######## comp_div_flat ########
comp_div_flat/congestion.png
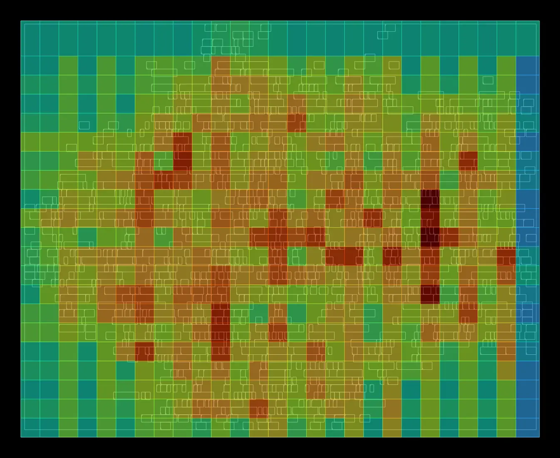

`src/rtl/comp_div_if.sv`:
```
// rtl/comp_div_if.sv - start/done handshake and operand/result bus of the sequential divider
interface comp_div_if #(
    parameter int WIDTH = 32
);
    logic             run;
    logic [WIDTH-1:0] Dividend_in;
    logic [WIDTH-1:0] Divisor_in;
    logic             busy;
    logic             ready;
    logic             div_zero;
    logic [WIDTH-1:0] Quotient_out;
    logic [WIDTH-1:0] Remainder_out;

    modport master (
        output run, Dividend_in, Divisor_in,
        input  busy, ready, div_zero, Quotient_out, Remainder_out
    );

    modport slave (
        input  run, Dividend_in, Divisor_in,
        output busy, ready, div_zero, Quotient_out, Remainder_out
    );
endinterface

```
`src/rtl/comp_div.sv`:
```
// rtl/comp_div.sv - unsigned sequential restoring divider, one quotient bit per cycle
module comp_div #(
    parameter int WIDTH = 32
) (
    input logic       clk,
    input logic       reset,
    comp_div_if.slave bus
);
    localparam int CNT_W = (WIDTH > 2) ? $clog2(WIDTH) : 1;
    localparam logic [CNT_W-1:0] LAST_ITER = CNT_W'(WIDTH - 1);

    localparam logic [1:0] S_IDLE = 2'd0;
    localparam logic [1:0] S_CALC = 2'd1;
    localparam logic [1:0] S_DONE = 2'd2;

    logic [1:0]         state;
    logic [2*WIDTH-1:0] rq;
    logic [WIDTH-1:0]   d;
    logic [CNT_W-1:0]   cnt;
    logic               busy_r;
    logic               ready_r;
    logic               div_zero_r;
    logic [WIDTH-1:0]   quotient_r;
    logic [WIDTH-1:0]   remainder_r;

    logic [WIDTH+1:0]   diff;
    logic               take;
    logic [2*WIDTH-1:0] rq_next;

    // The shifted partial remainder is WIDTH+1 bits wide so divisors above 2^(W-1) cannot overflow.
    assign diff = {1'b0, rq[2*WIDTH-1:WIDTH-1]} - {2'b00, d};
    // A successful subtract always leaves a result below d, so bit WIDTH is zero as well.
    assign take = ~diff[WIDTH+1] & ~diff[WIDTH];

    always_comb begin
        rq_next = {rq[2*WIDTH-2:0], 1'b0};
        if (take) begin
            rq_next = {diff[WIDTH-1:0], rq[WIDTH-2:0], 1'b1};
        end
    end

    always_ff @(posedge clk or posedge reset) begin
        if (reset) begin
            state       <= S_IDLE;
            rq          <= '0;
            d           <= '0;
            cnt         <= '0;
            busy_r      <= 1'b0;
            ready_r     <= 1'b0;
            div_zero_r  <= 1'b0;
            quotient_r  <= '0;
            remainder_r <= '0;
        end else begin
            case (state)
                S_IDLE, S_DONE: begin
                    if (bus.run) begin
                        if (bus.Divisor_in == '0) begin
                            state       <= S_DONE;
                            quotient_r  <= '1;
                            remainder_r <= bus.Dividend_in;
                            div_zero_r  <= 1'b1;
                            ready_r     <= 1'b1;
                            busy_r      <= 1'b0;
                        end else begin
                            state      <= S_CALC;
                            rq         <= {{WIDTH{1'b0}}, bus.Dividend_in};
                            d          <= bus.Divisor_in;
                            cnt        <= '0;
                            busy_r     <= 1'b1;
                            ready_r    <= 1'b0;
                            div_zero_r <= 1'b0;
                        end
                    end
                end
                S_CALC: begin
                    rq  <= rq_next;
                    cnt <= cnt + CNT_W'(1);
                    if (cnt == LAST_ITER) begin
                        state       <= S_DONE;
                        quotient_r  <= rq_next[WIDTH-1:0];
                        remainder_r <= rq_next[2*WIDTH-1:WIDTH];
                        ready_r     <= 1'b1;
                        busy_r      <= 1'b0;
                    end
                end
                default: state <= S_IDLE;
            endcase
        end
    end

    assign bus.busy          = busy_r;
    assign bus.ready         = ready_r;
    assign bus.div_zero      = div_zero_r;
    assign bus.Quotient_out  = quotient_r;
    assign bus.Remainder_out = remainder_r;
endmodule
```
`src/flat_wrapper.sv`:
```
// flat-port wrapper written by rule: the top's interface ports become plain ports
module comp_div_flat 
#(
    parameter int WIDTH = 32
)
  (clk, reset, bus_run, bus_Dividend_in, bus_Divisor_in, bus_busy, bus_ready, bus_div_zero, bus_Quotient_out, bus_Remainder_out);
  comp_div_if #(.WIDTH(WIDTH)) bus_i ();
  input logic clk;
  input logic reset;
  input wire logic [$bits(bus_i.run)-1:0] bus_run;
  input wire logic [$bits(bus_i.Dividend_in)-1:0] bus_Dividend_in;
  input wire logic [$bits(bus_i.Divisor_in)-1:0] bus_Divisor_in;
  output wire logic [$bits(bus_i.busy)-1:0] bus_busy;
  output wire logic [$bits(bus_i.ready)-1:0] bus_ready;
  output wire logic [$bits(bus_i.div_zero)-1:0] bus_div_zero;
  output wire logic [$bits(bus_i.Quotient_out)-1:0] bus_Quotient_out;
  output wire logic [$bits(bus_i.Remainder_out)-1:0] bus_Remainder_out;
  assign bus_i.run = bus_run;
  assign bus_i.Dividend_in = bus_Dividend_in;
  assign bus_i.Divisor_in = bus_Divisor_in;
  assign bus_busy = bus_i.busy;
  assign bus_ready = bus_i.ready;
  assign bus_div_zero = bus_i.div_zero;
  assign bus_Quotient_out = bus_i.Quotient_out;
  assign bus_Remainder_out = bus_i.Remainder_out;
  comp_div #(.WIDTH(WIDTH)) u_core (.clk(clk), .reset(reset), .bus(bus_i));
endmodule
```
`config.mk`:
```
export PLATFORM = sky130hd
export DESIGN_NAME = comp_div_flat
export DESIGN_NICKNAME = d
export VERILOG_FILES = /design/src/rtl/comp_div_if.sv /design/src/rtl/comp_div.sv /design/src/flat_wrapper.sv
export SDC_FILE = /design/constraint.sdc
export NUM_CORES = 1
export LEC_CHECK = 0
export CORE_ASPECT_RATIO = 0.8
export CORE_UTILIZATION = 33
export CTS_BUF_LIST = sky130_fd_sc_hd__clkbuf_16
export CTS_CLUSTER_SIZE = 20
export DETAILED_ROUTE_END_ITERATION = 7
export PLACE_DENSITY = 0.65
export RECOVER_POWER = 25
export REMOVE_ABC_BUFFERS = 1
export SLEW_MARGIN = 20
export SYNTH_ARGS = -nofsm -noshare
export SYNTH_HDL_FRONTEND = slang
export SYNTH_SLANG_ARGS = --single-unit
```
`constraint.sdc`:
```
create_clock -name clk -period 6.8 [get_ports clk]
set_input_delay 1.36 -clock clk [delete_from_list [all_inputs] [get_ports clk]]
set_output_delay 1.36 -clock clk [all_outputs]
set_load 0.1 [all_outputs]
```
######## uart_tx_buffered ########
## src/rtl/uart_pkg.sv

```systemverilog
// rtl/uart_pkg.sv - shared state encoding, line levels and frame helper for the UART transmitter
package uart_pkg;

    typedef enum logic [2:0] {
        ST_IDLE,
        ST_START,
        ST_DATA,
        ST_PARITY,
        ST_STOP
    } tx_state_e;

    localparam logic LINE_IDLE  = 1'b1;
    localparam logic LINE_START = 1'b0;
    localparam logic LINE_STOP  = 1'b1;

    function automatic int frame_bits(input int parity_en, input int stop_bits);
        return 1 + 8 + parity_en + stop_bits;
    endfunction

endpackage

```

## src/rtl/uart_byte_fifo.sv

```systemverilog
// rtl/uart_byte_fifo.sv - synchronous FIFO with registered full/empty/count
module uart_byte_fifo #(
    parameter int WIDTH = 8,
    parameter int DEPTH = 16
) (
    input  logic                       clk_i,
    input  logic                       rst_ni,
    input  logic                       push_i,
    input  logic                       pop_i,
    input  logic [WIDTH-1:0]           wdata_i,
    output logic [WIDTH-1:0]           rdata_o,
    output logic                       full_o,
    output logic                       empty_o,
    output logic [$clog2(DEPTH):0]     count_o
);

    localparam int AW = $clog2(DEPTH);

    logic [WIDTH-1:0] mem_q [DEPTH];
    logic [AW-1:0]    wr_ptr_q, rd_ptr_q;
    logic [AW:0]      count_q, count_d;
    logic             full_q, empty_q;
    logic             push_ok, pop_ok;

    // Full is judged on the registered count, so a pop on the same edge does not open a slot.
    assign push_ok = push_i && !full_q;
    assign pop_ok  = pop_i && !empty_q;

    always_comb begin
        count_d = count_q;
        if (push_ok && !pop_ok) begin
            count_d = count_q + (AW+1)'(1);
        end else if (pop_ok && !push_ok) begin
            count_d = count_q - (AW+1)'(1);
        end
    end

    always_ff @(posedge clk_i or negedge rst_ni) begin
        if (!rst_ni) begin
            wr_ptr_q <= '0;
            rd_ptr_q <= '0;
            count_q  <= '0;
            full_q   <= 1'b0;
            empty_q  <= 1'b1;
        end else begin
            wr_ptr_q <= wr_ptr_q + AW'(push_ok);
            rd_ptr_q <= rd_ptr_q + AW'(pop_ok);
            count_q  <= count_d;
            full_q   <= (count_d == (AW+1)'(DEPTH));
            empty_q  <= (count_d == '0);
        end
    end

    always_ff @(posedge clk_i) begin
        if (push_ok) begin
            mem_q[wr_ptr_q] <= wdata_i;
        end
    end

    assign rdata_o = mem_q[rd_ptr_q];
    assign full_o  = full_q;
    assign empty_o = empty_q;
    assign count_o = count_q;

endmodule

```

## src/rtl/uart_tx_buffered.sv

```systemverilog
// rtl/uart_tx_buffered.sv - FIFO-buffered UART serializer with optional parity and 1 or 2 stop bits
module uart_tx_buffered
    import uart_pkg::*;
#(
    parameter int CLKS_PER_BIT = 434,
    parameter int FIFO_DEPTH   = 16,
    parameter int PARITY_EN    = 0,
    parameter int PARITY_ODD   = 0,
    parameter int STOP_BITS    = 1
) (
    input  logic                          i_Clock,
    input  logic                          i_Rst_n,
    input  logic                          i_Tx_DV,
    input  logic [7:0]                    i_Tx_Byte,
    output logic                          o_Tx_Ready,
    output logic [$clog2(FIFO_DEPTH):0]   o_Fifo_Count,
    output logic                          o_Overflow,
    output logic                          o_Tx_Active,
    output logic                          o_Tx_Serial,
    output logic                          o_Tx_Done
);

    localparam int BAUD_W = $clog2(CLKS_PER_BIT);

    tx_state_e         state_q;
    logic [BAUD_W-1:0] baud_q;
    logic [2:0]        bit_idx_q;
    logic [7:0]        data_q;
    logic              serial_q, active_q, done_q, ovf_q;

    logic              fifo_full, fifo_empty, fifo_pop;
    logic [7:0]        fifo_rdata;
    logic              baud_last, stop_last;

    uart_byte_fifo #(
        .WIDTH (8),
        .DEPTH (FIFO_DEPTH)
    ) u_fifo (
        .clk_i   (i_Clock),
        .rst_ni  (i_Rst_n),
        .push_i  (i_Tx_DV),
        .pop_i   (fifo_pop),
        .wdata_i (i_Tx_Byte),
        .rdata_o (fifo_rdata),
        .full_o  (fifo_full),
        .empty_o (fifo_empty),
        .count_o (o_Fifo_Count)
    );

    always_comb begin
        baud_last = (baud_q == BAUD_W'(CLKS_PER_BIT - 1));
        stop_last = baud_last && (bit_idx_q == 3'(STOP_BITS - 1));
        // Popping in the last stop cycle chains frames with no idle gap.
        fifo_pop  = !fifo_empty && ((state_q == ST_IDLE) || ((state_q == ST_STOP) && stop_last));
    end

    // The line register follows the state one clock later, so every output is a flop.
    always_ff @(posedge i_Clock or negedge i_Rst_n) begin
        if (!i_Rst_n) begin
            state_q   <= ST_IDLE;
            baud_q    <= '0;
            bit_idx_q <= '0;
            data_q    <= '0;
            serial_q  <= LINE_IDLE;
            active_q  <= 1'b0;
            done_q    <= 1'b0;
            ovf_q     <= 1'b0;
        end else begin
            ovf_q    <= i_Tx_DV && fifo_full;
            active_q <= (state_q != ST_IDLE);
            done_q   <= (state_q == ST_STOP) && stop_last;

            case (state_q)
                ST_START:  serial_q <= LINE_START;
                ST_DATA:   serial_q <= data_q[bit_idx_q];
                ST_PARITY: serial_q <= (^data_q) ^ (PARITY_ODD != 0);
                ST_STOP:   serial_q <= LINE_STOP;
                default:   serial_q <= LINE_IDLE;
            endcase

            case (state_q)
                ST_IDLE: begin
                    if (fifo_pop) begin
                        data_q    <= fifo_rdata;
                        baud_q    <= '0;
                        bit_idx_q <= '0;
                        state_q   <= ST_START;
                    end
                end
                ST_START: begin
                    if (baud_last) begin
                        baud_q    <= '0;
                        bit_idx_q <= '0;
                        state_q   <= ST_DATA;
                    end else begin
                        baud_q <= baud_q + BAUD_W'(1);
                    end
                end
                ST_DATA: begin
                    if (baud_last) begin
                        baud_q <= '0;
                        if (bit_idx_q == 3'd7) begin
                            bit_idx_q <= '0;
                            state_q   <= (PARITY_EN != 0) ? ST_PARITY : ST_STOP;
                        end else begin
                            bit_idx_q <= bit_idx_q + 3'd1;
                        end
                    end else begin
                        baud_q <= baud_q + BAUD_W'(1);
                    end
                end
                ST_PARITY: begin
                    if (baud_last) begin
                        baud_q    <= '0;
                        bit_idx_q <= '0;
                        state_q   <= ST_STOP;
                    end else begin
                        baud_q <= baud_q + BAUD_W'(1);
                    end
                end
                ST_STOP: begin
                    if (baud_last) begin
                        baud_q <= '0;
                        if (stop_last) begin
                            bit_idx_q <= '0;
                            if (fifo_pop) begin
                                data_q  <= fifo_rdata;
                                state_q <= ST_START;
                            end else begin
                                state_q <= ST_IDLE;
                            end
                        end else begin
                            bit_idx_q <= bit_idx_q + 3'd1;
                        end
                    end else begin
                        baud_q <= baud_q + BAUD_W'(1);
                    end
                end
                default: state_q <= ST_IDLE;
            endcase
        end
    end

    assign o_Tx_Ready  = !fifo_full;
    assign o_Overflow  = ovf_q;
    assign o_Tx_Active = active_q;
    assign o_Tx_Serial = serial_q;
    assign o_Tx_Done   = done_q;

endmodule

```

## config.mk

```make
export PLATFORM = sky130hd
export DESIGN_NAME = uart_tx_buffered
export DESIGN_NICKNAME = d
export VERILOG_FILES = /design/src/rtl/uart_pkg.sv /design/src/rtl/uart_byte_fifo.sv /design/src/rtl/uart_tx_buffered.sv
export SDC_FILE = /design/constraint.sdc
export NUM_CORES = 1
export LEC_CHECK = 0
export CAP_MARGIN = 20
export CORE_AREA = 2 2 137 112
export DETAILED_ROUTE_END_ITERATION = 7
export DIE_AREA = 0 0 139 114
export PLACE_DENSITY = 0.67
export RECOVER_POWER = 25
export SYNTH_ARGS = -nofsm -noshare
export SYNTH_HDL_FRONTEND = slang
export SYNTH_HIERARCHICAL = 1
export SYNTH_SLANG_ARGS = --single-unit
```

## constraint.sdc

```tcl
create_clock -name i_Clock -period 3.3 [get_ports i_Clock]
set_input_delay 0.99 -clock i_Clock [delete_from_list [all_inputs] [get_ports i_Clock]]
set_output_delay 0.99 -clock i_Clock [all_outputs]
set_load 0.02 [all_outputs]
```

######## fastram_dram_sequencer ########
## src/rtl/fastram_dram_sequencer.sv

```systemverilog
// rtl/fastram_dram_sequencer.sv - RAS/CAS sequencer with CBR refresh scheduling for the FastRAM DRAM array
//
// Ports:
//   CLK          system clock (CPU clock)
//   RESETn       synchronous active-low reset
//   req          decoded RAM bus cycle, held until the cycle ends
//   req_upper    UDS active (active-high)
//   req_lower    LDS active (active-high)
//   RASn         DRAM row strobe, active-low, registered
//   UCASn        upper-byte column strobe, active-low, registered
//   LCASn        lower-byte column strobe, active-low, registered
//   mux_col      0 = row address on MADDR, 1 = column address, registered
//   ack          access data phase valid (CAS asserted), registered
//   ref_backlog  number of refreshes owed

module fastram_dram_sequencer #(
    parameter int REFRESH_INTERVAL = 108,
    parameter int TRP_CYCLES       = 1,
    parameter int REF_RAS_CYCLES   = 2
) (
    input  logic       CLK,
    input  logic       RESETn,
    input  logic       req,
    input  logic       req_upper,
    input  logic       req_lower,
    output logic       RASn,
    output logic       UCASn,
    output logic       LCASn,
    output logic       mux_col,
    output logic       ack,
    output logic [1:0] ref_backlog
);

    localparam logic [2:0] ST_IDLE    = 3'd0;
    localparam logic [2:0] ST_ROW     = 3'd1;
    localparam logic [2:0] ST_COL     = 3'd2;
    localparam logic [2:0] ST_CAS     = 3'd3;
    localparam logic [2:0] ST_REF_CAS = 3'd4;
    localparam logic [2:0] ST_REF_RAS = 3'd5;
    localparam logic [2:0] ST_PRE     = 3'd6;

    localparam int TW = $clog2(REFRESH_INTERVAL);

    logic [2:0]    state;
    logic [2:0]    state_next;
    logic [1:0]    cnt;
    logic [TW-1:0] timer;
    logic          timer_wrap;
    logic          ref_done;

    assign timer_wrap = (timer == TW'(REFRESH_INTERVAL - 1));
    assign ref_done   = (state == ST_REF_RAS) && (cnt == 2'd0);

    always_comb begin
        state_next = state;
        case (state)
            ST_IDLE: begin
                // An access is only taken while the backlog is not full;
                // a full backlog forces a refresh ahead of the CPU.
                if (req && (ref_backlog != 2'd3))
                    state_next = ST_ROW;
                else if (ref_backlog != 2'd0)
                    state_next = ST_REF_CAS;
            end
            ST_ROW:     state_next = req ? ST_COL : ST_PRE;
            ST_COL:     state_next = req ? ST_CAS : ST_PRE;
            ST_CAS:     state_next = req ? ST_CAS : ST_PRE;
            ST_REF_CAS: state_next = ST_REF_RAS;
            ST_REF_RAS: state_next = (cnt == 2'd0) ? ST_PRE : ST_REF_RAS;
            ST_PRE:     state_next = (cnt == 2'd0) ? ST_IDLE : ST_PRE;
            default:    state_next = ST_IDLE;
        endcase
    end

    always_ff @(posedge CLK) begin
        if (!RESETn) begin
            state       <= ST_IDLE;
            cnt         <= 2'd0;
            timer       <= '0;
            ref_backlog <= 2'd0;
            RASn        <= 1'b1;
            UCASn       <= 1'b1;
            LCASn       <= 1'b1;
            mux_col     <= 1'b0;
            ack         <= 1'b0;
        end else begin
            state <= state_next;

            // Dwell counter: loaded on entry to a timed state, counts down to 0.
            if ((state_next == ST_REF_RAS) && (state != ST_REF_RAS))
                cnt <= 2'(REF_RAS_CYCLES - 1);
            else if ((state_next == ST_PRE) && (state != ST_PRE))
                cnt <= 2'(TRP_CYCLES - 1);
            else if (cnt != 2'd0)
                cnt <= cnt - 2'd1;

            timer <= timer_wrap ? '0 : timer + TW'(1);

            // Simultaneous wrap and refresh completion cancel out.
            case ({timer_wrap, ref_done})
                2'b10:   if (ref_backlog != 2'd3) ref_backlog <= ref_backlog + 2'd1;
                2'b01:   ref_backlog <= ref_backlog - 2'd1;
                default: ref_backlog <= ref_backlog;
            endcase

            // Outputs decoded from the next state so they are registered and
            // change on the same edge as the state. Byte strobes in CAS follow
            // UDS/LDS every cycle so late write strobes are honoured.
            RASn    <= !((state_next == ST_ROW) || (state_next == ST_COL) ||
                         (state_next == ST_CAS) || (state_next == ST_REF_RAS));
            UCASn   <= !(((state_next == ST_CAS) && req_upper) ||
                         (state_next == ST_REF_CAS) || (state_next == ST_REF_RAS));
            LCASn   <= !(((state_next == ST_CAS) && req_lower) ||
                         (state_next == ST_REF_CAS) || (state_next == ST_REF_RAS));
            mux_col <= (state_next == ST_COL) || (state_next == ST_CAS);
            ack     <= (state_next == ST_CAS);
        end
    end

endmodule

```

## config.mk

```make
export PLATFORM = sky130hd
export DESIGN_NAME = fastram_dram_sequencer
export DESIGN_NICKNAME = d
export VERILOG_FILES = /design/src/rtl/fastram_dram_sequencer.sv
export SDC_FILE = /design/constraint.sdc
export NUM_CORES = 1
export LEC_CHECK = 0
export CORE_MARGIN = 3
export CORE_UTILIZATION = 52
export DETAILED_ROUTE_END_ITERATION = 7
export GPL_ROUTABILITY_DRIVEN = 1
export PLACE_DENSITY = 0.76
export SYNTH_ARGS = -nofsm -noshare
export SYNTH_HDL_FRONTEND = slang
export SYNTH_SLANG_ARGS = --single-unit
```

## constraint.sdc

```tcl
create_clock -name CLK -period 1.9 [get_ports CLK]
set_input_delay 0.285 -clock CLK [delete_from_list [all_inputs] [get_ports CLK]]
set_output_delay 0.285 -clock CLK [all_outputs]
set_load 0.01 [all_outputs]
```

uart_tx_buffered/detail.png
Region (57, 44) to (82, 69) microns. Cells in grey, sequential cells in the stronger grey; small squares are vias.
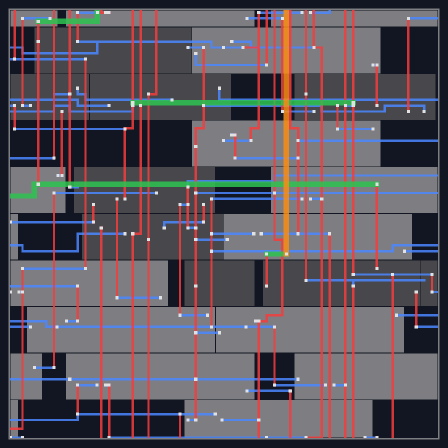
legend:
  metal 1:
    colour: blue
  metal 4:
    colour: orange
  metal 2:
    colour: red
  metal 3:
    colour: green
sequential cells in the window: 10
most frequent: edfxtp_1 (10), mux4_2 (5), clkbuf_16 (2)
netlist names of flops here include: u_fifo/mem_q (10)
cells with their middle in the window: 18

uart_tx_buffered/congestion.png
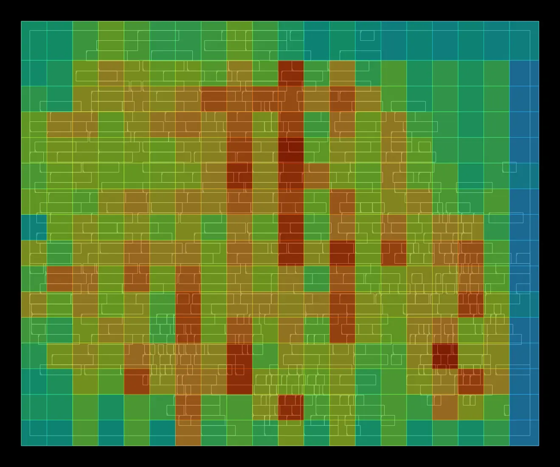
met3 usage in global routing: 0.05248
met1 global-route usage: 0.2481
final design utilization: 0.5690
busiest layer in global routing: met2
average detailed-routed wire length per instance: 19.63 microns

==> job_summary.md, uart_tx_buffered <==
## PnR job results

| Metric | Value |
|---|---|
| Slowest stage cell, crit path | `sky130_fd_sc_hd__dfrtp_1` |
| MUX area fraction | `0.1578` |
| Cell occurring most often along the worst timing path | `sky130_fd_sc_hd__inv_1` |
| FP Core Util | `0.4947` |
| Count of final max-slew check failures | `43` |
| Max-cap violations | `1` |
| Hold violation total from the final report | `0` |
| Violations in the final reports | `max-capacitance violations, max-slew violations` |
| Count of inverters other than clock inverters in the layout | `12` |
| Biggest register | `u_fifo/mem_q` |
| Placeable core area | `14,610 sq um` |
| Top routing layer used | `met4` |
| Outcome | `complete, but fails checks` |
| Overflow left after global routing | `0` |
| Combined area of all synthesized cells | `7229 sq um` |
| Top_reg_cell synth | `sky130_fd_sc_hd__edfxtp_1` |
| Number of signal-net buffers in the layout | `41` |
| Post-place setup slack | `0.4768 ns` |
| Clock Path Buffers | `2` |
| Total die area | `15,850 sq um` |
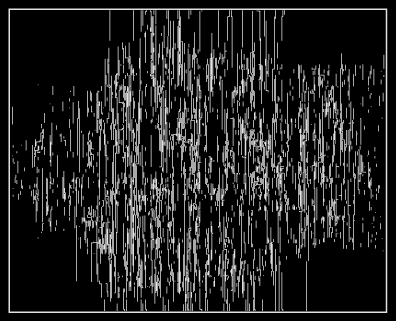
comp_div_flat/layer_met2.png
Drawn at 2 px/micron.
main direction: vertical
wire length on this layer: 10,900 microns
nets with wire on the layer: 1,036
longest straight run: 67.7 microns
share of all routed wire: 41%

comp_div_flat/detail.png
Region (81, 63) to (106, 88) microns. Cells in grey, sequential cells in the stronger grey; small squares are vias.
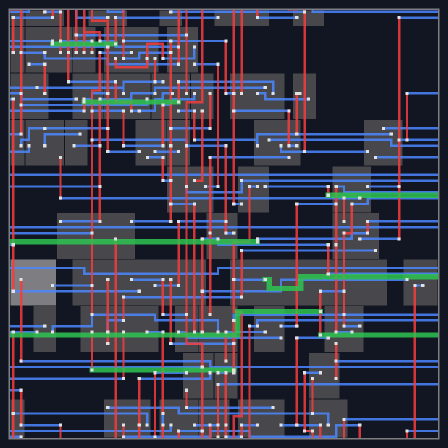
legend:
  metal 2:
    colour: red
  metal 1:
    colour: blue
  metal 3:
    colour: green
most frequent: o21ai_0 (5), nor2_1 (4), nand2_1 (4)
cells with their middle in the window: 42
sequential cells in the window: 0

About comp_div_flat/congestion.png:
met1 global-route usage: 0.2920
met3 usage in global routing: 0.04359
busiest layer in global routing: met1
average detailed-routed wire length per instance: 17.18 microns
overall track demand over capacity in global routing: 0.1929

==> job_summary.md, comp_div_flat <==
## PnR job results

| Metric | Value |
|---|---|
| Outcome | `complete, but fails checks` |
| Violations in the final reports | `max-capacitance violations, max-slew violations` |
| Final Cycle Share | `0.6885` |
| Number of signal-net buffers in the layout | `145` |
| Slew Limit Headroom | `-1.169` |
| Count of final max-slew check failures | `73` |
| Number of synthesized register bits | `170` |
| Clock tree sinks | `170` |
| Fraction of area in registers | `0.3747` |
| FF-to-FF path depth | `10` |
| Max-cap violations | `1` |
| Total length of routed met2 wires | `10.90 mm` |
| Top cells by instance count after synthesis | `sky130_fd_sc_hd__dfrtp_1, sky130_fd_sc_hd__nand2_1, sky130_fd_sc_hd__nor2_1` |
| Highest-count cells in the layout ignoring fill and taps | `sky130_fd_sc_hd__dfrtp_1, sky130_fd_sc_hd__nand2_1, sky130_fd_sc_hd__clkdlybuf4s50_1` |
| Most common cell after layout, fill and taps aside | `sky130_fd_sc_hd__dfrtp_1` |
| Antenna Cells | `0` |
| Worst-case clock skew | `0.01137 ns` |
| Drt total wl | `26.41 mm` |
| Multi-input combinational cell count | `784` |
| Async set-or-reset flop fraction in the synthesized netlist | `1.000` |
| WP data arrival | `5.04 ns` |
| Setup TNS | `0 ns` |
| Worst-case hold slack | `0.4928 ns` |
fastram_dram_sequencer/layer_met2.png
Drawn at 8 px/micron.
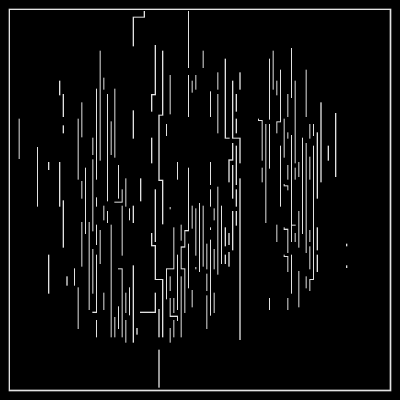
longest straight run: 20.1 microns
share of all routed wire: 45%

==> job_summary.md, fastram_dram_sequencer <==
## PnR job results

| Metric | Value |
|---|---|
| Outcome | `complete, no violations` |
| Average detailed-routed wire length per instance | `13.36 microns` |
| Synth Area in Adders | `0.02797` |
| Post-route antenna net violation count | `0` |
| Layout Cells excl Fill | `130` |
| # placed instances | `126` |
| Finished layout cell area | `1032 sq um` |
| Share of final-layout standard cells stronger than drive strength 1 | `0.08772` |
| Category of cells accounting for the largest share of critical-path delay | `AND-OR/OR-AND gates` |
| Number of ports placed on the die boundary | `12` |
| Area added between synthesis and finish | `15.38%` |
| Worst skew pair latency | `0.30 ns` |
| Fraction of area in registers | `0.3685` |
| Die height | `47.48 microns` |
| Highest-count cells in the layout ignoring fill and taps | `sky130_fd_sc_hd__dfxtp_1, sky130_fd_sc_hd__nor2_1, sky130_fd_sc_hd__clkdlybuf4s50_1` |
| Worst-case clock skew | `0.003314 ns` |
| Post-cts hold buffer count | `0` |
| # Post-CTS Setup Buffers | `0` |
| CP Capture Type | `flop` |
| Worst hold path cell count | `1` |
| Biggest register | `timer` |
| Placeable core area | `1559 sq um` |
| Root Buffer Master | `sky130_fd_sc_hd__clkbuf_4` |
| Antenna Cells | `0` |
| First-pass detailed-route iteration total | `4` |


==> gallery <==
Sequential cells grouped by signal name.
(a)
Drawn at 8 px/micron. Other sequential cells in the stronger grey, the rest of the logic in the fainter grey.
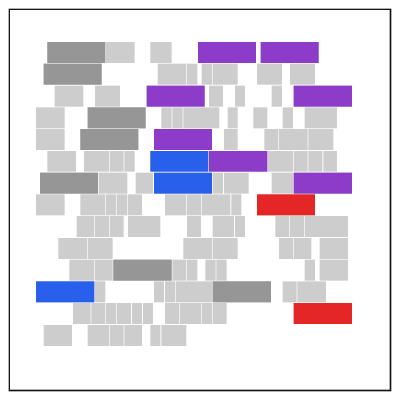
(b)
Drawn at 3 px/micron. Other sequential cells in the stronger grey, the rest of the logic in the fainter grey.
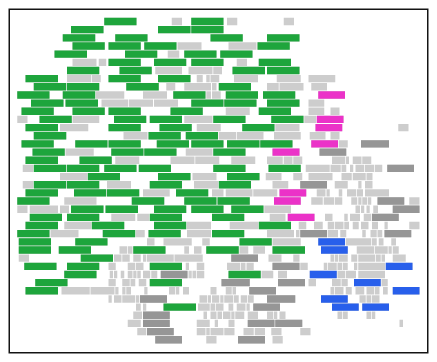
(c)
Drawn at 2 px/micron. Other sequential cells in the stronger grey, the rest of the logic in the fainter grey.
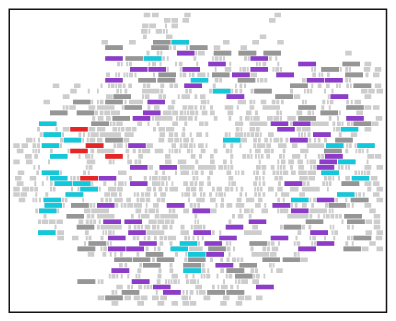
| picture | from |
|---|---|
| (b) | uart_tx_buffered |
| (c) | comp_div_flat |
| (a) | fastram_dram_sequencer |
- largest die: (c)

Key to (b):
legend:
  baud_q:
    colour: blue
    flops: 9
    where: lower right
  u_fifo/mem_q:
    colour: green
    flops: 128
  data_q:
    colour: magenta
    flops: 8
    where: middle right
not coloured: 25

